==================== icache_tag_lookup_ctrl
### Ports around the boundary, icache_tag_lookup_ctrl

(8 px per um) Pins as bars across the die edge, other pins in gray.
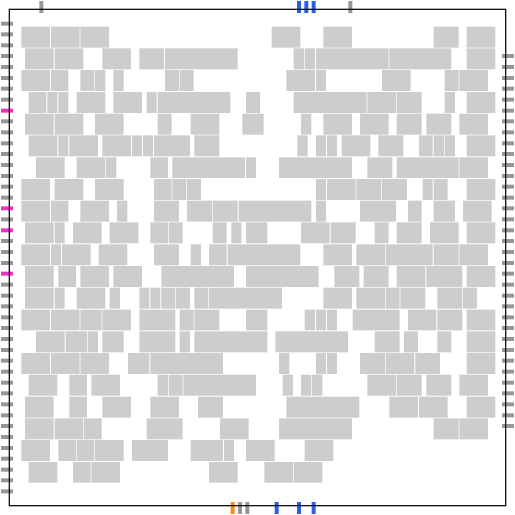

File: src/rtl/icache_tag_pkg.sv
// Shared types for the instruction-cache tag controller: FSM states and the stored tag-entry layout.
package icache_tag_pkg;

    localparam int unsigned TAG_W         = 6;
    localparam int unsigned TAG_VALID_BIT = TAG_W;

    typedef enum logic [1:0] {
        INIT_SWEEP  = 2'd0,
        ACTIVE      = 2'd1,
        FLUSH_DRAIN = 2'd2,
        FLUSH_SWEEP = 2'd3
    } tag_state_e;

    typedef struct packed {
        logic             valid;
        logic [TAG_W-1:0] tag;
    } tag_entry_t;

endpackage

File: src/rtl/icache_tag_way_cmp.sv
// Per-way tag comparator: an entry hits when it is valid and its tag equals the looked-up tag.
module icache_tag_way_cmp
    import icache_tag_pkg::*;
#(
    parameter int unsigned TAG_WIDTH = TAG_W
) (
    input  logic [TAG_WIDTH:0]   entry_i,
    input  logic [TAG_WIDTH-1:0] tag_i,
    output logic                 hit_o
);

    assign hit_o = entry_i[TAG_WIDTH] & (entry_i[TAG_WIDTH-1:0] == tag_i);

endmodule

File: src/rtl/icache_tag_lookup_ctrl.sv
// Tag-array controller: invalidation sweeps, refill writes and lookups with a one-hot hit vector.
// Optional macro ICACHE_TAG_LOOKUP_OUT_REG_EN adds an output register stage on the lookup result.
module icache_tag_lookup_ctrl
    import icache_tag_pkg::*;
#(
    parameter int unsigned NB_WAYS      = 4,
    parameter int unsigned SET_ID_WIDTH = 6,
    parameter int unsigned TAG_WIDTH    = 6
) (
    input  logic                             clk,
    input  logic                             rst_n,
    input  logic                             lookup_req_i,
    input  logic [SET_ID_WIDTH-1:0]          lookup_set_i,
    input  logic [TAG_WIDTH-1:0]             lookup_tag_i,
    output logic                             lookup_gnt_o,
    output logic                             lookup_rvalid_o,
    output logic                             lookup_hit_o,
    output logic [NB_WAYS-1:0]               lookup_hit_way_o,
    output logic                             lookup_multihit_o,
    input  logic                             refill_req_i,
    input  logic [SET_ID_WIDTH-1:0]          refill_set_i,
    input  logic [NB_WAYS-1:0]               refill_way_i,
    input  logic [TAG_WIDTH-1:0]             refill_tag_i,
    output logic                             refill_gnt_o,
    input  logic                             flush_req_i,
    output logic                             flush_ack_o,
    output logic                             init_done_o,
    output logic [NB_WAYS-1:0]               tag_req_o,
    output logic                             tag_write_o,
    output logic [SET_ID_WIDTH-1:0]          tag_addr_o,
    output logic [TAG_WIDTH:0]               tag_wdata_o,
    input  logic [NB_WAYS*(TAG_WIDTH+1)-1:0] tag_rdata_i
);

    localparam logic [SET_ID_WIDTH-1:0] LAST_IDX = '1;
    localparam logic [NB_WAYS-1:0]      WAY_ONE  = NB_WAYS'(1);

    tag_state_e              state_q, state_d;
    logic [SET_ID_WIDTH-1:0] cnt_q, cnt_d;
    logic                    init_done_q, init_done_d;
    logic                    flush_ack_q, flush_ack_d;
    logic                    pend_q, pend_d;
    logic [TAG_WIDTH-1:0]    tag_q, tag_d;
    logic                    out_busy;
    logic                    flush_take;
    logic [NB_WAYS-1:0]      hit_way;
    logic [NB_WAYS-1:0]      res_way;
    logic                    res_hit;
    logic                    res_multi;

    // The ack cycle itself must not restart a flush while the requester is still dropping its level.
    assign flush_take = flush_req_i & ~flush_ack_q;

    always_comb begin
        state_d      = state_q;
        cnt_d        = cnt_q;
        init_done_d  = init_done_q;
        flush_ack_d  = 1'b0;
        pend_d       = 1'b0;
        tag_d        = tag_q;
        tag_req_o    = '0;
        tag_write_o  = 1'b0;
        tag_addr_o   = '0;
        tag_wdata_o  = '0;
        lookup_gnt_o = 1'b0;
        refill_gnt_o = 1'b0;
        case (state_q)
            INIT_SWEEP, FLUSH_SWEEP: begin
                tag_req_o   = '1;
                tag_write_o = 1'b1;
                tag_addr_o  = cnt_q;
                cnt_d       = cnt_q + 1'b1;
                if (cnt_q == LAST_IDX) begin
                    state_d = ACTIVE;
                    if (state_q == INIT_SWEEP) begin
                        init_done_d = 1'b1;
                    end else begin
                        flush_ack_d = 1'b1;
                    end
                end
            end
            ACTIVE: begin
                if (flush_take) begin
                    state_d = FLUSH_DRAIN;
                end else if (refill_req_i) begin
                    tag_req_o    = refill_way_i;
                    tag_write_o  = 1'b1;
                    tag_addr_o   = refill_set_i;
                    tag_wdata_o  = {1'b1, refill_tag_i};
                    refill_gnt_o = 1'b1;
                end else if (lookup_req_i) begin
                    tag_req_o    = '1;
                    tag_addr_o   = lookup_set_i;
                    lookup_gnt_o = 1'b1;
                    pend_d       = 1'b1;
                    tag_d        = lookup_tag_i;
                end
            end
            FLUSH_DRAIN: begin
                if (!pend_q && !out_busy) begin
                    state_d = FLUSH_SWEEP;
                    cnt_d   = '0;
                end
            end
            default: state_d = INIT_SWEEP;
        endcase
    end

    always_ff @(posedge clk or negedge rst_n) begin
        if (!rst_n) begin
            state_q     <= INIT_SWEEP;
            cnt_q       <= '0;
            init_done_q <= 1'b0;
            flush_ack_q <= 1'b0;
            pend_q      <= 1'b0;
            tag_q       <= '0;
        end else begin
            state_q     <= state_d;
            cnt_q       <= cnt_d;
            init_done_q <= init_done_d;
            flush_ack_q <= flush_ack_d;
            pend_q      <= pend_d;
            tag_q       <= tag_d;
        end
    end

    generate
        for (genvar gi = 0; gi < NB_WAYS; gi++) begin : g_way
            icache_tag_way_cmp #(
                .TAG_WIDTH (TAG_WIDTH)
            ) u_cmp (
                .entry_i (tag_rdata_i[gi*(TAG_WIDTH+1) +: (TAG_WIDTH+1)]),
                .tag_i   (tag_q),
                .hit_o   (hit_way[gi])
            );
        end
    endgenerate

    // Read data is only meaningful in the cycle after a lookup grant.
    assign res_way   = pend_q ? hit_way : '0;
    assign res_hit   = |res_way;
    assign res_multi = |(res_way & (res_way - WAY_ONE));

`ifdef ICACHE_TAG_LOOKUP_OUT_REG_EN
    logic               rvalid_q;
    logic               hit_q;
    logic [NB_WAYS-1:0] way_q;
    logic               multi_q;

    always_ff @(posedge clk or negedge rst_n) begin
        if (!rst_n) begin
            rvalid_q <= 1'b0;
            hit_q    <= 1'b0;
            way_q    <= '0;
            multi_q  <= 1'b0;
        end else begin
            rvalid_q <= pend_q;
            hit_q    <= res_hit;
            way_q    <= res_way;
            multi_q  <= res_multi;
        end
    end

    assign out_busy          = rvalid_q;
    assign lookup_rvalid_o   = rvalid_q;
    assign lookup_hit_o      = hit_q;
    assign lookup_hit_way_o  = way_q;
    assign lookup_multihit_o = multi_q;
`else
    assign out_busy          = 1'b0;
    assign lookup_rvalid_o   = pend_q;
    assign lookup_hit_o      = res_hit;
    assign lookup_hit_way_o  = res_way;
    assign lookup_multihit_o = res_multi;
`endif

    assign flush_ack_o = flush_ack_q;
    assign init_done_o = init_done_q;

endmodule

File: config.mk
export PLATFORM = sky130hd
export DESIGN_NAME = icache_tag_lookup_ctrl
export DESIGN_NICKNAME = d
export VERILOG_FILES = /design/src/rtl/icache_tag_pkg.sv /design/src/rtl/icache_tag_way_cmp.sv /design/src/rtl/icache_tag_lookup_ctrl.sv
export SDC_FILE = /design/constraint.sdc
export NUM_CORES = 1
export LEC_CHECK = 0
export CAP_MARGIN = 20
export CORE_UTILIZATION = 40
export DETAILED_ROUTE_END_ITERATION = 10
export PLACE_DENSITY = 0.87
export SYNTH_ARGS = -nofsm -noshare
export SYNTH_HDL_FRONTEND = slang
export SYNTH_SLANG_ARGS = --single-unit
File: constraint.sdc
create_clock -name clk -period 3.2 [get_ports clk]
set_input_delay 0.32 -clock clk [delete_from_list [all_inputs] [get_ports clk]]
set_output_delay 0.32 -clock clk [all_outputs]
set_load 0.03 [all_outputs]
==================== dbg_checkpoint_reader
`config.mk`:
```
export PLATFORM = sky130hd
export DESIGN_NAME = dbg_checkpoint_reader
export DESIGN_NICKNAME = d
export VERILOG_FILES = /design/src/rtl/dbg_checkpoint_reader.sv
export SDC_FILE = /design/constraint.sdc
export NUM_CORES = 2
export LEC_CHECK = 0
export CAP_MARGIN = 25
export CELL_PAD_IN_SITES_DETAIL_PLACEMENT = 0
export CELL_PAD_IN_SITES_GLOBAL_PLACEMENT = 1
export CORE_ASPECT_RATIO = 1.2
export CORE_UTILIZATION = 42
export CTS_BUF_LIST = sky130_fd_sc_hd__clkbuf_2 sky130_fd_sc_hd__clkbuf_4 sky130_fd_sc_hd__clkbuf_8
export CTS_CLUSTER_DIAMETER = 30
export DETAILED_ROUTE_END_ITERATION = 8
export PLACE_DENSITY_LB_ADDON = 0.1
export SLEW_MARGIN = 10
export SYNTH_ARGS = -nofsm -noshare
export SYNTH_HDL_FRONTEND = slang
export SYNTH_SLANG_ARGS = --single-unit
```
`constraint.sdc`:
```
create_clock -name clk_i -period 3.2 [get_ports clk_i]
set_clock_uncertainty 0.2 [all_clocks]
set_input_delay 0.64 -clock clk_i [delete_from_list [all_inputs] [get_ports clk_i]]
set_output_delay 0.64 -clock clk_i [all_outputs]
set_load 0.03 [all_outputs]
```
`src/rtl/dbg_checkpoint_reader.sv`:
```
// dbg_checkpoint_reader: halts the core, snapshots its GPRs over the debug bus, then resumes it
module dbg_checkpoint_reader #(
  parameter int          NUM_REGS     = 32,
  parameter logic [14:0] GPR_BASE     = 15'h0400,
  parameter int          HALT_TIMEOUT = 255
) (
  input  logic        clk_i,
  input  logic        rst_i,
  input  logic        start_i,
  output logic        debug_halt_o,
  output logic        debug_resume_o,
  input  logic        debug_halted_i,
  output logic        debug_req_o,
  input  logic        debug_gnt_i,
  input  logic        debug_rvalid_i,
  output logic [14:0] debug_addr_o,
  output logic        debug_we_o,
  input  logic [31:0] debug_rdata_i,
  output logic        busy_o,
  output logic        done_o,
  output logic        timeout_o,
  input  logic [4:0]  rd_idx_i,
  output logic [31:0] rd_data_o
);
  localparam int CW = $clog2(HALT_TIMEOUT + 2);
  typedef enum logic [2:0] {IDLE, HALT, REQ, WAIT_RV, RESUME, WAIT_RUN} state_t;
  state_t        state_q, state_d;
  logic [4:0]    idx_q, idx_d;
  logic [CW-1:0] cnt_q, cnt_d;
  logic [31:0]   snap_q [NUM_REGS];
  logic [31:0]   snap_d [NUM_REGS];
  logic          halt_q, halt_d, resume_q, resume_d, req_q, req_d;
  logic          busy_q, busy_d, done_q, done_d, timeout_q, timeout_d;
  logic [14:0]   addr_q, addr_d;
  always_comb begin
    state_d   = state_q;
    idx_d     = idx_q;
    cnt_d     = cnt_q;
    snap_d    = snap_q;
    done_d    = 1'b0;
    timeout_d = 1'b0;
    case (state_q)
      IDLE: if (start_i) begin
        state_d = HALT;
        cnt_d   = '0;
      end
      HALT: begin
        idx_d = '0;
        cnt_d = cnt_q + 1'b1;
        if (debug_halted_i) state_d = REQ;
        else if (cnt_q == CW'(HALT_TIMEOUT)) begin
          state_d   = IDLE;
          timeout_d = 1'b1;
        end
      end
      REQ: if (debug_gnt_i) state_d = WAIT_RV;
      WAIT_RV: if (debug_rvalid_i) begin
        for (int i = 0; i < NUM_REGS; i++)
          if (idx_q == 5'(i)) snap_d[i] = debug_rdata_i;
        state_d = (idx_q == 5'(NUM_REGS - 1)) ? RESUME : REQ;
        idx_d   = (idx_q == 5'(NUM_REGS - 1)) ? idx_q : idx_q + 5'd1;
      end
      RESUME: state_d = WAIT_RUN;
      WAIT_RUN: if (!debug_halted_i) begin
        state_d = IDLE;
        done_d  = 1'b1;
      end
      default: state_d = IDLE;
    endcase
    // outputs are registered from the next state so they line up with state_q
    halt_d   = state_d == HALT;
    resume_d = state_d == RESUME;
    req_d    = state_d == REQ;
    busy_d   = state_d != IDLE;
    addr_d   = GPR_BASE + {8'b0, idx_d, 2'b00};
  end
  always_ff @(posedge clk_i) begin
    if (rst_i) begin
      state_q   <= IDLE;
      idx_q     <= '0;
      cnt_q     <= '0;
      snap_q    <= '{default: '0};
      halt_q    <= 1'b0;
      resume_q  <= 1'b0;
      req_q     <= 1'b0;
      busy_q    <= 1'b0;
      done_q    <= 1'b0;
      timeout_q <= 1'b0;
      addr_q    <= '0;
    end else begin
      state_q   <= state_d;
      idx_q     <= idx_d;
      cnt_q     <= cnt_d;
      snap_q    <= snap_d;
      halt_q    <= halt_d;
      resume_q  <= resume_d;
      req_q     <= req_d;
      busy_q    <= busy_d;
      done_q    <= done_d;
      timeout_q <= timeout_d;
      addr_q    <= req_d ? addr_d : '0;
    end
  end
  always_comb begin
    rd_data_o = '0;
    for (int i = 0; i < NUM_REGS; i++)
      if (rd_idx_i == 5'(i)) rd_data_o = snap_q[i];
  end
  assign debug_halt_o   = halt_q;
  assign debug_resume_o = resume_q;
  assign debug_req_o    = req_q;
  assign debug_addr_o   = addr_q;
  assign debug_we_o     = 1'b0;
  assign busy_o         = busy_q;
  assign done_o         = done_q;
  assign timeout_o      = timeout_q;
endmodule
```
==================== trap_wave_gen_flat
--- src/rtl/trap_wave_gen_pkg.sv ---
// Shared types for the trapezoid/triangle/sawtooth generator:
// FSM phase encoding (also driven on the phase output) and mode encodings.
package wave_gen_pkg;

  typedef enum logic [1:0] {
    RISE    = 2'd0,
    HOLD_HI = 2'd1,
    FALL    = 2'd2,
    HOLD_LO = 2'd3
  } state_t;

  typedef enum logic [1:0] {
    MODE_TRAP = 2'd0,
    MODE_TRI  = 2'd1,
    MODE_SAW  = 2'd2,
    MODE_RSVD = 2'd3
  } mode_t;

endpackage

--- src/rtl/trap_wave_gen_if.sv ---
// Configuration/control and waveform output bundle of trap_wave_gen.
// The master drives configuration and enable; the slave (generator) drives the waveform.
interface trap_wave_gen_if #(
  parameter int DW = 9,
  parameter int CW = 8
);
  logic          en;
  logic [1:0]    mode;
  logic [DW-1:0] lo_lvl;
  logic [DW-1:0] hi_lvl;
  logic [DW-1:0] step;
  logic [CW-1:0] hold_hi;
  logic [CW-1:0] hold_lo;
  logic [DW-1:0] d_out;
  logic [1:0]    phase;
  logic          period_done;

  modport master (
    output en, mode, lo_lvl, hi_lvl, step, hold_hi, hold_lo,
    input  d_out, phase, period_done
  );

  modport slave (
    input  en, mode, lo_lvl, hi_lvl, step, hold_hi, hold_lo,
    output d_out, phase, period_done
  );
endinterface

--- src/rtl/trap_wave_gen_hold_cnt.sv ---
// Dwell counter shared by the HOLD_HI and HOLD_LO phases; o_match flags
// that the count has reached the programmed terminal value.
module wave_hold_cnt #(
  parameter int CW = 8
) (
  input  logic          clk,
  input  logic          rst,
  input  logic          i_clr,
  input  logic          i_inc,
  input  logic [CW-1:0] i_term,
  output logic          o_match
);

  logic [CW-1:0] r_cnt;

  always_ff @(posedge clk) begin
    if (rst || i_clr) begin
      r_cnt <= '0;
    end else if (i_inc) begin
      r_cnt <= r_cnt + CW'(1);
    end
  end

  assign o_match = (r_cnt == i_term);

endmodule

--- src/rtl/trap_wave_gen.sv ---
// Trapezoid / triangle / sawtooth waveform generator.
// Define WAVE_GEN_CFG_LATCH_EN to sample configuration only at reset and period starts.
module trap_wave_gen
  import wave_gen_pkg::*;
#(
  parameter int DW = 9,
  parameter int CW = 8
) (
  input  logic            clk,
  input  logic            res,
  trap_wave_gen_if.slave  bus
);

  logic [DW-1:0] w_lo, w_hi, w_step_raw, w_step;
  logic [CW-1:0] w_hold_hi, w_hold_lo, w_term;
  mode_t         w_mode;
  logic [DW:0]   w_up, w_lo_up;
  logic          w_flat, w_in_hold, w_cnt_match, w_cnt_clr, w_cnt_inc;
  logic [DW-1:0] w_d_nxt;
  state_t        w_st_nxt;
  logic          w_pd_nxt, w_period_start;

  logic [DW-1:0] r_d_out;
  state_t        r_state;
  logic          r_pd;

  assign w_period_start = bus.en & w_pd_nxt;

`ifdef WAVE_GEN_CFG_LATCH_EN
  logic [DW-1:0] r_lo, r_hi, r_step;
  logic [CW-1:0] r_hold_hi, r_hold_lo;
  mode_t         r_mode;

  always_ff @(posedge clk) begin
    if (res || w_period_start) begin
      r_lo      <= bus.lo_lvl;
      r_hi      <= bus.hi_lvl;
      r_step    <= bus.step;
      r_hold_hi <= bus.hold_hi;
      r_hold_lo <= bus.hold_lo;
      r_mode    <= mode_t'(bus.mode);
    end
  end

  assign w_lo       = r_lo;
  assign w_hi       = r_hi;
  assign w_step_raw = r_step;
  assign w_hold_hi  = r_hold_hi;
  assign w_hold_lo  = r_hold_lo;
  assign w_mode     = r_mode;
`else
  assign w_lo       = bus.lo_lvl;
  assign w_hi       = bus.hi_lvl;
  assign w_step_raw = bus.step;
  assign w_hold_hi  = bus.hold_hi;
  assign w_hold_lo  = bus.hold_lo;
  assign w_mode     = mode_t'(bus.mode);
`endif

  // One extra bit on both ramp sums so a step near full scale cannot wrap.
  assign w_step  = (w_step_raw == '0) ? DW'(1) : w_step_raw;
  assign w_up    = {1'b0, r_d_out} + {1'b0, w_step};
  assign w_lo_up = {1'b0, w_lo} + {1'b0, w_step};
  assign w_flat  = (w_hi <= w_lo);

  assign w_in_hold = (r_state == HOLD_HI) || (r_state == HOLD_LO);
  assign w_term    = (r_state == HOLD_HI) ? w_hold_hi : w_hold_lo;
  assign w_cnt_inc = bus.en & ~w_flat & w_in_hold & ~w_cnt_match;
  assign w_cnt_clr = bus.en & (w_flat | ~w_in_hold | w_cnt_match);

  wave_hold_cnt #(.CW(CW)) u_hold_cnt (
    .clk     (clk),
    .rst     (res),
    .i_clr   (w_cnt_clr),
    .i_inc   (w_cnt_inc),
    .i_term  (w_term),
    .o_match (w_cnt_match)
  );

  always_comb begin
    w_d_nxt  = r_d_out;
    w_st_nxt = r_state;
    w_pd_nxt = 1'b0;
    if (w_flat) begin
      w_d_nxt  = w_lo;
      w_st_nxt = HOLD_LO;
    end else begin
      case (r_state)
        RISE: begin
          if (w_mode == MODE_SAW) begin
            if (r_d_out >= w_hi) begin
              w_d_nxt  = w_lo;
              w_pd_nxt = 1'b1;
            end else if (w_up >= {1'b0, w_hi}) begin
              w_d_nxt = w_hi;
            end else begin
              w_d_nxt = w_up[DW-1:0];
            end
          end else if (w_up >= {1'b0, w_hi}) begin
            w_d_nxt  = w_hi;
            w_st_nxt = (w_mode == MODE_TRI) ? FALL : HOLD_HI;
          end else begin
            w_d_nxt = w_up[DW-1:0];
          end
        end
        HOLD_HI: begin
          if (w_cnt_match) w_st_nxt = FALL;
        end
        FALL: begin
          if ({1'b0, r_d_out} <= w_lo_up) begin
            w_d_nxt = w_lo;
            if (w_mode == MODE_TRI) begin
              w_st_nxt = RISE;
              w_pd_nxt = 1'b1;
            end else begin
              w_st_nxt = HOLD_LO;
            end
          end else begin
            w_d_nxt = r_d_out - w_step;
          end
        end
        HOLD_LO: begin
          if (w_cnt_match) begin
            w_st_nxt = RISE;
            w_pd_nxt = 1'b1;
          end
        end
        default: w_st_nxt = RISE;
      endcase
    end
  end

  always_ff @(posedge clk) begin
    if (res) begin
      r_d_out <= '0;
      r_state <= RISE;
      r_pd    <= 1'b0;
    end else begin
      r_pd <= w_period_start;
      if (bus.en) begin
        r_d_out <= w_d_nxt;
        r_state <= w_st_nxt;
      end
    end
  end

  assign bus.d_out       = r_d_out;
  assign bus.phase       = r_state;
  assign bus.period_done = r_pd;

endmodule

--- src/flat_wrapper.sv ---
// flat-port wrapper written by rule: the top's interface ports become plain ports
module trap_wave_gen_flat import wave_gen_pkg::*;
#(
  parameter int DW = 9,
  parameter int CW = 8
)
  (clk, res, bus_en, bus_mode, bus_lo_lvl, bus_hi_lvl, bus_step, bus_hold_hi, bus_hold_lo, bus_d_out, bus_phase, bus_period_done);
  trap_wave_gen_if #(.DW(DW), .CW(CW)) bus_i ();
  input  logic clk;
  input  logic res;
  input wire logic [$bits(bus_i.en)-1:0] bus_en;
  input wire logic [$bits(bus_i.mode)-1:0] bus_mode;
  input wire logic [$bits(bus_i.lo_lvl)-1:0] bus_lo_lvl;
  input wire logic [$bits(bus_i.hi_lvl)-1:0] bus_hi_lvl;
  input wire logic [$bits(bus_i.step)-1:0] bus_step;
  input wire logic [$bits(bus_i.hold_hi)-1:0] bus_hold_hi;
  input wire logic [$bits(bus_i.hold_lo)-1:0] bus_hold_lo;
  output wire logic [$bits(bus_i.d_out)-1:0] bus_d_out;
  output wire logic [$bits(bus_i.phase)-1:0] bus_phase;
  output wire logic [$bits(bus_i.period_done)-1:0] bus_period_done;
  assign bus_i.en = bus_en;
  assign bus_i.mode = bus_mode;
  assign bus_i.lo_lvl = bus_lo_lvl;
  assign bus_i.hi_lvl = bus_hi_lvl;
  assign bus_i.step = bus_step;
  assign bus_i.hold_hi = bus_hold_hi;
  assign bus_i.hold_lo = bus_hold_lo;
  assign bus_d_out = bus_i.d_out;
  assign bus_phase = bus_i.phase;
  assign bus_period_done = bus_i.period_done;
  trap_wave_gen #(.DW(DW), .CW(CW)) u_core (.clk(clk), .res(res), .bus(bus_i));
endmodule
--- config.mk ---
export PLATFORM = sky130hd
export DESIGN_NAME = trap_wave_gen_flat
export DESIGN_NICKNAME = d
export VERILOG_FILES = /design/src/rtl/trap_wave_gen_pkg.sv /design/src/rtl/trap_wave_gen_if.sv /design/src/rtl/trap_wave_gen_hold_cnt.sv /design/src/rtl/trap_wave_gen.sv /design/src/flat_wrapper.sv
export SDC_FILE = /design/constraint.sdc
export NUM_CORES = 1
export LEC_CHECK = 0
export CAP_MARGIN = 30
export CELL_PAD_IN_SITES_DETAIL_PLACEMENT = 0
export CELL_PAD_IN_SITES_GLOBAL_PLACEMENT = 1
export CORE_MARGIN = 10
export CORE_UTILIZATION = 36
export DETAILED_ROUTE_END_ITERATION = 10
export PLACE_DENSITY_LB_ADDON = 0.1
export SKIP_CTS_REPAIR_TIMING = 1
export SYNTH_ARGS = -nofsm -noshare
export SYNTH_HDL_FRONTEND = slang
export SYNTH_SLANG_ARGS = --single-unit
--- constraint.sdc ---
create_clock -name clk -period 3.8 [get_ports clk]
set_input_delay 0.57 -clock clk [delete_from_list [all_inputs] [get_ports clk]]
set_output_delay 0.57 -clock clk [all_outputs]
set_load 0.05 [all_outputs]
==================== simple_fifo
===== src/rtl/simple_fifo_pkg.sv =====
// simple_fifo_pkg: output FSM state encodings and depth/count-width helpers shared by the FIFO files
package simple_fifo_pkg;
  typedef enum logic {S_EMPTY, S_VALID} state_t;
  function automatic int unsigned fifo_depth(input int unsigned addr_size);
    return 32'd1 << addr_size;
  endfunction
  function automatic int unsigned count_width(input int unsigned addr_size);
    return addr_size + 1;
  endfunction
endpackage


===== src/rtl/simple_memory.sv =====
// simple_memory: 2^ADDR_SIZE x DATA_SIZE storage, one write port and one registered read port
module simple_memory
  import simple_fifo_pkg::*;
#(
  parameter int DATA_SIZE = 8,
  parameter int ADDR_SIZE = 8
) (
  input  logic                 clk,
  input  logic                 wr_en_i,
  input  logic [ADDR_SIZE-1:0] wr_addr_i,
  input  logic [DATA_SIZE-1:0] wr_data_i,
  input  logic [ADDR_SIZE-1:0] rd_addr_i,
  output logic [DATA_SIZE-1:0] rd_data_o
);
  localparam int DEPTH = fifo_depth(ADDR_SIZE);
  logic [DATA_SIZE-1:0] mem_q [DEPTH];
  logic [DATA_SIZE-1:0] rd_data_q;
  // Read returns the old contents when reading and writing the same address on one edge
  always_ff @(posedge clk) begin
    if (wr_en_i) mem_q[wr_addr_i] <= wr_data_i;
    rd_data_q <= mem_q[rd_addr_i];
  end
  assign rd_data_o = rd_data_q;
endmodule


===== src/rtl/simple_fifo.sv =====
// simple_fifo: valid/ready FIFO over simple_memory with a two-state output FSM.
// Define SIMPLE_FIFO_HWM_EN to add the max_count high-water-mark output.
module simple_fifo
  import simple_fifo_pkg::*;
#(
  parameter int DATA_SIZE = 8,
  parameter int ADDR_SIZE = 8
) (
  input  logic                 clk,
  input  logic                 rst,
  input  logic [DATA_SIZE-1:0] in_data,
  input  logic                 in_valid,
  output logic                 in_ready,
  output logic [DATA_SIZE-1:0] out_data,
  output logic                 out_valid,
  input  logic                 out_ready,
  output logic [ADDR_SIZE:0]   count
`ifdef SIMPLE_FIFO_HWM_EN
  ,
  output logic [ADDR_SIZE:0]   max_count
`endif
);
  localparam int CW = count_width(ADDR_SIZE);
  localparam logic [CW-1:0] DEPTH = CW'(fifo_depth(ADDR_SIZE));
  state_t state_q, state_d;
  logic [CW-1:0] wr_ptr_q, rd_ptr_q, count_q, count_d;
  logic [ADDR_SIZE-1:0] rd_addr;
  logic push, pop, unused_ptr_msb;
  assign in_ready = count_q < DEPTH;
  assign out_valid = state_q == S_VALID;
  assign push = in_valid && in_ready && !rst;
  assign pop = out_valid && out_ready && !rst;
  // Reading one slot ahead on a pop keeps the registered read data on the new head
  assign rd_addr = rd_ptr_q[ADDR_SIZE-1:0] + ADDR_SIZE'(pop);
  assign count = count_q;
  assign unused_ptr_msb = wr_ptr_q[CW-1] ^ rd_ptr_q[CW-1];
  always_comb begin
    count_d = push && !pop ? count_q + CW'(1) : pop && !push ? count_q - CW'(1) : count_q;
    state_d = state_q == S_EMPTY ? (count_q != '0 ? S_VALID : S_EMPTY)
                                 : (pop && count_q <= CW'(1) ? S_EMPTY : S_VALID);
  end
  always_ff @(posedge clk) begin
    if (rst) state_q <= S_EMPTY;
    else state_q <= state_d;
  end
  always_ff @(posedge clk) begin
    if (rst) begin
      wr_ptr_q <= '0;
      rd_ptr_q <= '0;
      count_q <= '0;
    end else begin
      count_q <= count_d;
      if (push) wr_ptr_q <= wr_ptr_q + CW'(1);
      if (pop) rd_ptr_q <= rd_ptr_q + CW'(1);
    end
  end
`ifdef SIMPLE_FIFO_HWM_EN
  logic [CW-1:0] max_q;
  always_ff @(posedge clk) begin
    if (rst) max_q <= '0;
    else if (count_d > max_q) max_q <= count_d;
  end
  assign max_count = max_q;
`endif
  simple_memory #(.DATA_SIZE(DATA_SIZE), .ADDR_SIZE(ADDR_SIZE)) u_mem (
    .clk      (clk),
    .wr_en_i  (push),
    .wr_addr_i(wr_ptr_q[ADDR_SIZE-1:0]),
    .wr_data_i(in_data),
    .rd_addr_i(rd_addr),
    .rd_data_o(out_data)
  );
endmodule


===== config.mk =====
export PLATFORM = sky130hd
export DESIGN_NAME = simple_fifo
export DESIGN_NICKNAME = d
export VERILOG_FILES = /design/src/rtl/simple_fifo_pkg.sv /design/src/rtl/simple_memory.sv /design/src/rtl/simple_fifo.sv
export SDC_FILE = /design/constraint.sdc
export NUM_CORES = 2
export LEC_CHECK = 0
export CORE_ASPECT_RATIO = 1.75
export CORE_MARGIN = 10
export CORE_UTILIZATION = 45
export CTS_BUF_LIST = sky130_fd_sc_hd__clkbuf_8
export DETAILED_ROUTE_END_ITERATION = 7
export PLACE_DENSITY = 0.63
export SKIP_CTS_REPAIR_TIMING = 1
export SLEW_MARGIN = 20
export SYNTH_ARGS = -nofsm -noshare
export SYNTH_HDL_FRONTEND = slang
export SYNTH_SLANG_ARGS = --single-unit

===== constraint.sdc =====
create_clock -name clk -period 3.5 [get_ports clk]
set_input_delay 0.7 -clock clk [delete_from_list [all_inputs] [get_ports clk]]
set_output_delay 0.7 -clock clk [all_outputs]
set_load 0.03 [all_outputs]


## Gallery

I/O nets highlighted.
Plate I
(1 px per um)
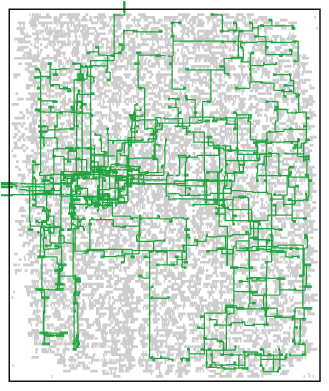
Plate II
(4 px per um)
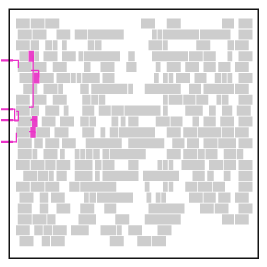
Plate III
(2 px per um)
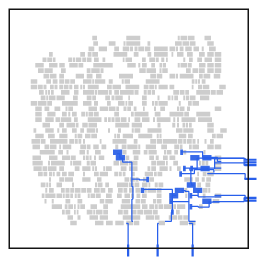
Plate IV
(1 px per um)
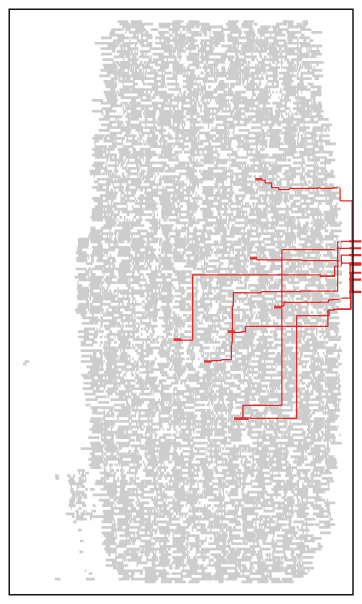
The one with the largest die is Plate IV.
The one with the fewest cells is Plate II.
trap_wave_gen_flat is Plate III.
simple_fifo is Plate IV.
dbg_checkpoint_reader is Plate I.
icache_tag_lookup_ctrl is Plate II.

### Routed metal, one color a layer, icache_tag_lookup_ctrl

(8 px per um) Only two layers are drawn.
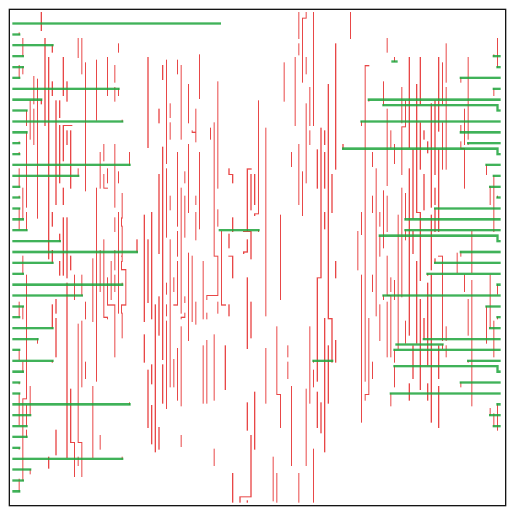
red -> M2  # wire length 1870 um
green -> M3  # wire length 450 um
vias post-DR: 1485
per-cell routed wire length: 13.41 um
global-route usage over all layers: 0.2125
total length of routed wires: 3.917 mm

### Cell sizes after repair, icache_tag_lookup_ctrl

(8 px per um)
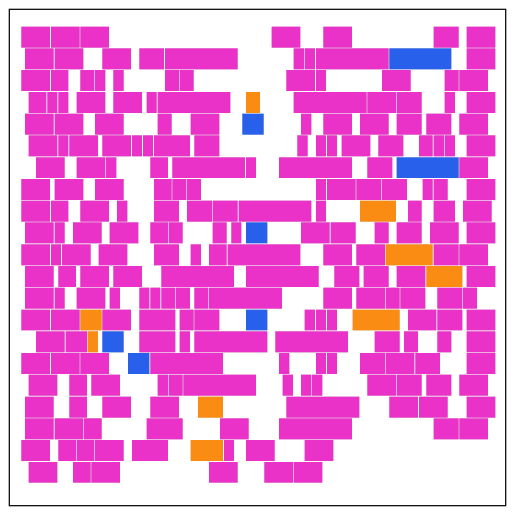
orange -> x2  # cells 9, share 3.7%
magenta -> x1 and smaller  # cells 230, share 93%, most used clkdlybuf4s50_1
blue -> x3 and x4  # cells 7, share 2.8%, most used clkbuf_4

Notes on 'Ports around the boundary' of icache_tag_lookup_ctrl above:
magenta -> refill_way_i  # pins 4, direction input, edge west
orange -> flush_req_i  # pins 1, direction input, edge south
blue -> lookup_tag_i  # pins 6, direction input, edge 3 south, 3 north
all pins by edge = 44 west, 35 east, 6 south, 5 north
IO Port Bufs: 89
die height: 61.87 um
Die Span X: 61.87 um

==> results_dict.tcl, icache_tag_lookup_ctrl <==
# place-and-route summary
set metrics [dict create \
    grt_most_used_layer "met2" \
    outcome "completed" \
    antenna_violating_nets_post_route 0 \
    dieArea_um2 3828 \
    well_tap_count 46 \
    cp_cell_sequence "inv_1, ha_1, a21boi_2, nand3b_1, inv_2, a222oi_1, nor2_1, clkdlybuf4s50_1" \
    synth-seq-cells 17 \
    yosysMostFrequentCell "nand2_1" \
    cts_buffers 3 \
    detailedPlace.worstSlack_ps 402.1 \
    via_count_of_the_first_global_routing_pass 1448 \
    finalClockSkew_ps 6.189 \
    postSynthAreaPerCell_um2 8.690 \
    timing_worst_setup_path_type "reg2out" \
    cts_tree "done" \
    final.setup.worst_slack_ps 305.1 \
    core_um2 3390 \
    avgViaCountPerCell 5.086 \
    post-route-period-util 0.9047 \
    critical_path_required_ps 2880 \
]
-- icache_tag_lookup_ctrl: power by group --
group | internal [W] | switching (W) | leakage, nW
Sequential | 0.000302 | 0.000144 | 0.213
Clock | 0.0000464 | 0.0000640 | 0.0177
Combinational | 0.000597 | 0.000681 | 0.740
-- icache_tag_lookup_ctrl: cells by family (layout without fill, tap and decap cells) --
kind of cell             Yosys count  count (layout)  share of synthesized area
XOR/XNOR                          29              29                     0.1876
flip-flops                        17              17                     0.2967
buffers and inverters             22             103                    0.09336
AND/OR/NAND/NOR                   68              68                     0.2522
AND-OR/OR-AND                     22              22                     0.1126
adder cells (fa/ha/maj)            5               5                    0.04363
multiplexers                       2               2                    0.01396
-- icache_tag_lookup_ctrl: registers in the layout, summed over array words and instances (netlist names) --
signal / cells
cnt_q: 6
flush_ack_o: 1
init_done_o: 1
lookup_rvalid_o: 1
state_q: 2
tag_q: 6
-- icache_tag_lookup_ctrl: stage by stage --
step / hold slack (ps) / instances
floorplan: 24.41 / 165
detailed placement: 476.0 / 288
global placement: 477.3 / 288
finish: 465.4 / 292
global route: 513.6 / 292
CTS: 485.5 / 292
### Ports around the boundary, dbg_checkpoint_reader

(1 px per um) Pins as bars across the die edge, other pins in gray.
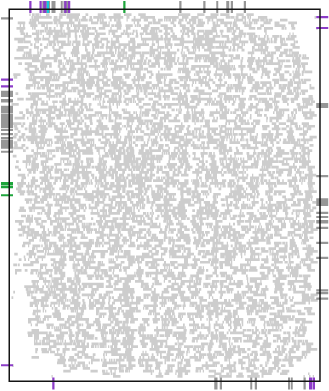
purple -> debug_addr_o  # pins 15, direction output, edge 6 north, 4 south, 3 west, 2 east
cyan -> timeout_o  # pins 1, direction output, edge north
green -> rd_idx_i  # pins 5, direction input, edge 4 west, 1 north
Die Span X: 309.1 um
IO Port Bufs: 86
die height: 370.6 um

==> results_dict.tcl, dbg_checkpoint_reader <==
# place-and-route summary
set metrics [dict create \
    initialDrtViolationCount 4846 \
    dr.max_layer_used "met4" \
    maximum_level_of_the_cts_h_tree 4 \
    final_cell_count_no_fill 8284 \
    critical_path_required_ps 2360 \
    largestClassByArea "multi-input combinational cells" \
    final-clk-cell-share 0.09190 \
    crit_path_frequent_cell "o211ai_1" \
    nonclk_inv_count 30 \
    core_um2 111700 \
    lay_top_count "nand2_1" \
    postSynthAreaPerCell_um2 7.544 \
    ctsRootBufferMaster "clkbuf_8" \
    worst_setup_path_endpoint "rd_data_o[4]" \
    irDropWorstVdd_v 0.0004128 \
    hold-path-endpoint "snap_q[946]" \
    initial_utilization 0.4258 \
    via_count_of_the_first_global_routing_pass 44570 \
    violations "setup timing" \
    gp_congestion 0.9238 \
    fin_tns_setup_ps -18640 \
    dieArea_um2 114600 \
    nNetsFinal 6636 \
    maximum_fanout_count_along_the_critical_path 2 \
    final.setup.worst_slack_ps -847.5 \
    clock_latency_on_the_worst_skew_pair_ps 940 \
    post-cts-setup-buffer-count 21 \
    yosys-stat-area_um2 47540 \
    buf_share 0.1123 \
    area.growth.synth_to_final_pct 27.38 \
    totalWireLength_mm 196.6 \
    design.portCount 97 \
    post_cts.resized_instances 285 \
    timing.final.setup_violations 32 \
    num-clock-buffers 322 \
    outcome "finished with violations" \
    fmax_ghz 0.2471 \
    antenna_found_initial 9 \
    non_clock_buffer_count 662 \
    final.hold.worst_slack_ps 108.3 \
    wl_met2_mm 93.66 \
    grt.met2_usage 0.5569 \
    remaining_drc_errors 0 \
    area.share.combinational 0.4144 \
]
dbg_checkpoint_reader: through the flow:
stage | power, W | util | cell area (um2)
floorplan | 0.01471 | - | 47710
global placement | 0.01597 | 0.4723 | 52730
detailed placement | 0.01597 | 0.4723 | 52740
CTS | 0.03368 | 0.5357 | 59820
global route | 0.03454 | 0.5423 | 60560
finish | 0.03361 | 0.5423 | 60560
dbg_checkpoint_reader: where the power goes:
group / switching [W] / internal, W
combinational: 0.00185 / 0.00104
clock: 0.00671 / 0.0109
sequential: 0.00000735 / 0.0131
total: 0.00857 / 0.0250
dbg_checkpoint_reader: logic make-up (layout without fill, tap and decap cells):
| family | after synthesis | count (layout) | share of synthesized area |
|---|---|---|---|
| buf+inv | 650 | 1123 | 0.06645 |
| flops | 1053 | 1053 | 0.4434 |
| fa+ha+maj | 6 | 6 | 0.001579 |
| other cells | 1 | 13 | 0.00007888 |
| simple gates | 2540 | 2541 | 0.2166 |
| mux | 179 | 179 | 0.04766 |
| compound gates | 1873 | 1873 | 0.2242 |
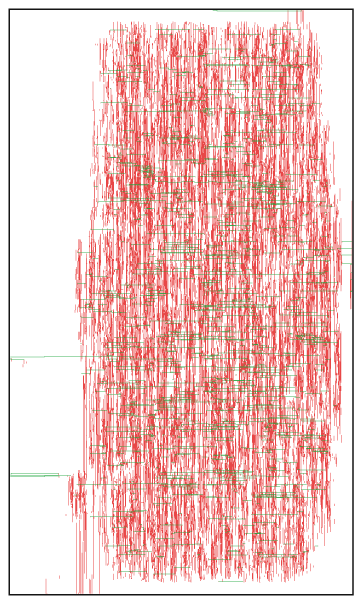
*Routed metal, one color a layer, simple_fifo*
(1 px per um) Only two layers are drawn.
green -> M3  # wire length 14300 um
red -> M2  # wire length 126 mm
global-route usage over all layers: 0.2351
per-cell routed wire length: 26.02 um

### Ports around the boundary, simple_fifo

(1 px per um) Pins as bars across the die edge, other pins in gray.
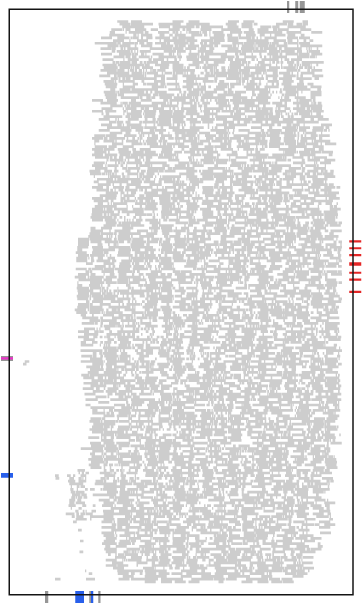
blue -> count  # pins 9, direction output, edge 6 south, 3 west
red -> out_data  # pins 8, direction output, edge east
magenta -> out_ready  # pins 1, direction input, edge west
all pins by edge = 10 south, 8 east, 7 north, 6 west

==> results_dict.tcl, simple_fifo <==
# place-and-route summary
set metrics [dict create \
    worst_r2r_path_depth 13 \
    reg2reg_from "out_valid" \
    nNetsFinal 6664 \
    clock_tree.buffer_depth 4 \
    grtUsageMet3 0.03103 \
    yosys_cells 5943 \
    antenna_found_initial 6 \
    outcome "completed" \
    gp_congestion 0.9323 \
    post_route_cells_drive_above_1_share 0.1724 \
    yosys-stat-area_um2 81810 \
    synth-seq-cells 2082 \
    area.growth.synth_to_final_pct 17.72 \
    maximum_fanout_count_along_the_critical_path 18 \
    first_pass_iters 6 \
    post-route-period-util 0.9851 \
]
==> simple_fifo: cells in the mapped netlist, types with 2 or more instances <==
cell / count
buf_4: 8
o21ai_0: 13
a22o_1: 3
nand3_1: 577
o22ai_1: 2
nand2_1: 1579
xnor2_1: 11
nor3_1: 38
a21oi_1: 45
or3_1: 2
nand4_1: 295
nor4_1: 9
mux2i_1: 257
buf_1: 23
nor2_1: 294
edfxtp_1: 2048
nor2b_1: 8
buf_2: 158
and4b_1: 2
and2_1: 6
o31ai_1: 2
o211ai_1: 2
xor2_1: 14
nor3b_1: 3
inv_1: 12
ha_1: 11
o2bb2ai_1: 3
and3_1: 5
dfxtp_1: 34
clkbuf_1: 212
a32oi_1: 257
==> simple_fifo: worst register-to-register path, delay by kind of cell (launching register included) <==
family          cells  cell delay (ps)
flops               1              400
compound gates      1              170
fa+ha+maj           1              240
simple gates        6             1510
buf+inv             4              860
xor+xnor            1              100
==> simple_fifo: cell type report <==
class                      instances  area share
sequential                      2082      0.6457
tap                             2403     0.03122
multi-input combinational       3448      0.1881
clock inverter                   201     0.01213
timing repair buffer             810     0.08037
clock buffer                     293     0.04187
antenna                            7   0.0001819
inverter                          12   0.0004677
### Cell sizes after repair, trap_wave_gen_flat

(4 px per um)
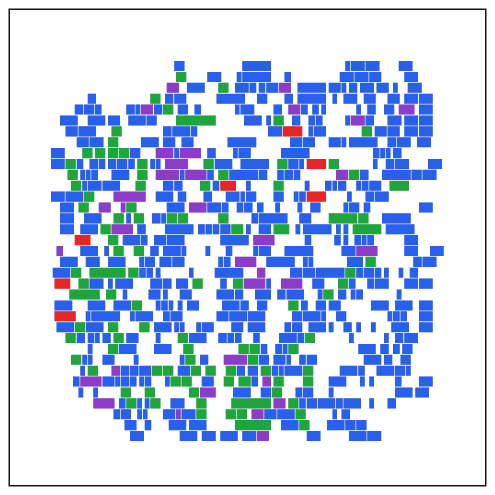
green -> x3 and x4  # cells 102, share 17%, most used buf_4
purple -> x2  # cells 34, share 5.6%, most used a221oi_2
red -> x6 and larger  # cells 7, share 1.2%
blue -> x1 and smaller  # cells 460, share 76%, most used ha_1
Buffers, non-clock: 152
Post-Layout Inst Area: 5170 um2
crit path setup slack, layout: -466.9 ps

### Ports around the boundary, trap_wave_gen_flat

(4 px per um) Pins as bars across the die edge, other pins in gray.
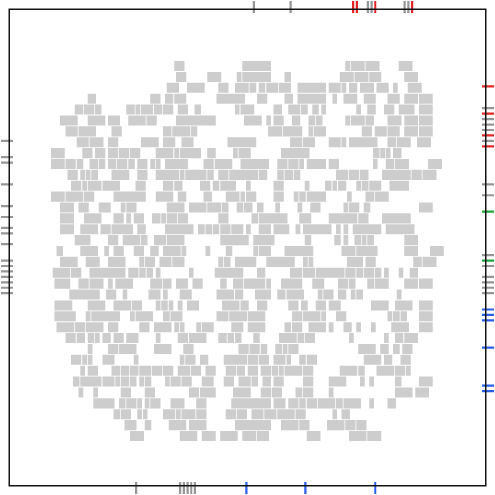
green -> bus_phase  # pins 2, direction output, edge east
blue -> bus_hi_lvl  # pins 9, direction input, edge 6 east, 3 south
red -> bus_hold_hi  # pins 8, direction input, edge 4 north, 4 east

==> results_dict.tcl, trap_wave_gen_flat <==
# place-and-route summary
set metrics [dict create \
    outcome "finished with violations" \
    count_of_buffering_cells_on_the_critical_path_with_inverters_included 3 \
    route.detailed.wl_per_inst_um 18.85 \
    worst_r2r_path_depth 16 \
    grt_util_all_layers 0.1815 \
    area.share.combinational 0.5903 \
    r2r_end "u_core.bus.d_out[2]" \
    well_tap_count 129 \
    num-clock-buffers 3 \
    gp_congestion 0.9262 \
    grt_start_max_net_pins 18 \
    comb-power_w 0.00132 \
    yosysWarnings 0 \
    grt_use_met1 0.2521 \
    power-top-group "combinational logic" \
    grt_most_used_layer "met2" \
    timing.final.setup_violations 12 \
    violations "setup timing" \
    warning_count 36 \
    dpl-instance-area_um2 4875 \
    final_cell_count_no_fill 732 \
    pg_clk_w 0.000142 \
    timing.critical_path.depth 20 \
    flop_area_um2 400.4 \
    n_multi_input_combinational_cell 374 \
    initial_utilization 0.3745 \
    grt_setup_unrepaired "true" \
    yosys-top-cells-area "ha_1, dfxtp_1, inv_1" \
    final-clk-cell-share 0.007986 \
    first_pass_iters 6 \
    final.setup.worst_slack_ps -466.9 \
    post_synth_num_cell_types 64 \
    synth-seq-cells 20 \
    dr.max_layer_used "met4" \
]
[trap_wave_gen_flat: cell usage after synthesis (7+ instances only)]
cell and number:
xor2_1 9, a221oi_1 7, nand3_1 12, clkbuf_1 15, nor3_1 8, o22ai_1 7
xnor2_1 17, a211oi_1 7, o211ai_1 9, nand4_1 10, nand2b_1 9, nor2_1 31
o21ai_0 31, ha_1 63, a21oi_1 25, dfxtp_1 20, nor2b_1 8, inv_1 54
nand2_1 22, a21o_1 8
[trap_wave_gen_flat: stage by stage]
stage	hold WS, ps	utilization	power, W
after floorplan	484.4	-	0.0009428
after global placement	502.6	0.5202	0.001458
after detailed placement	522.1	0.5202	0.001468
after CTS	539.0	0.5246	0.001614
after global routing	561.3	0.5517	0.001851
final	534.7	0.5517	0.001731
[trap_wave_gen_flat: cells by family after synthesis]
kind of cell | Yosys count | synth area share
compound gates | 148 | 0.2938
simple gates | 128 | 0.1886
buf+inv | 72 | 0.07950
fa+ha+maj | 66 | 0.2417
xor+xnor | 26 | 0.06488
flops | 20 | 0.1141
mux | 6 | 0.01747


## Gallery

Placed standard cells.
(a)
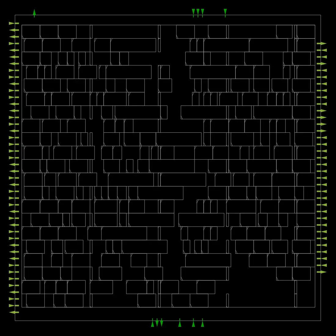
(b)
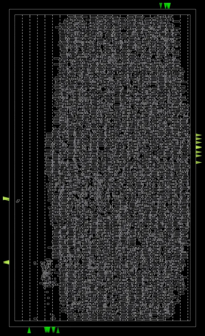
(c)
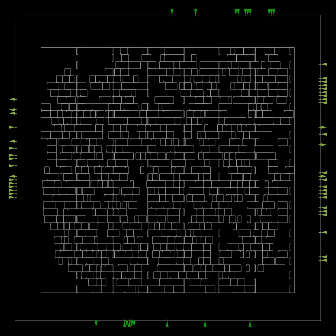
(d)
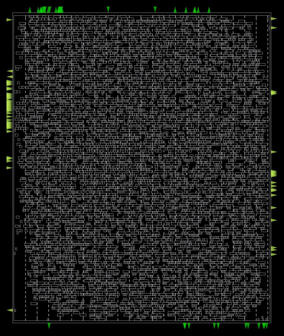
(b): simple_fifo
(c): trap_wave_gen_flat
(a): icache_tag_lookup_ctrl
(d): dbg_checkpoint_reader
- fewest cells: (a)

Power is estimated from default activity; no workload was simulated.
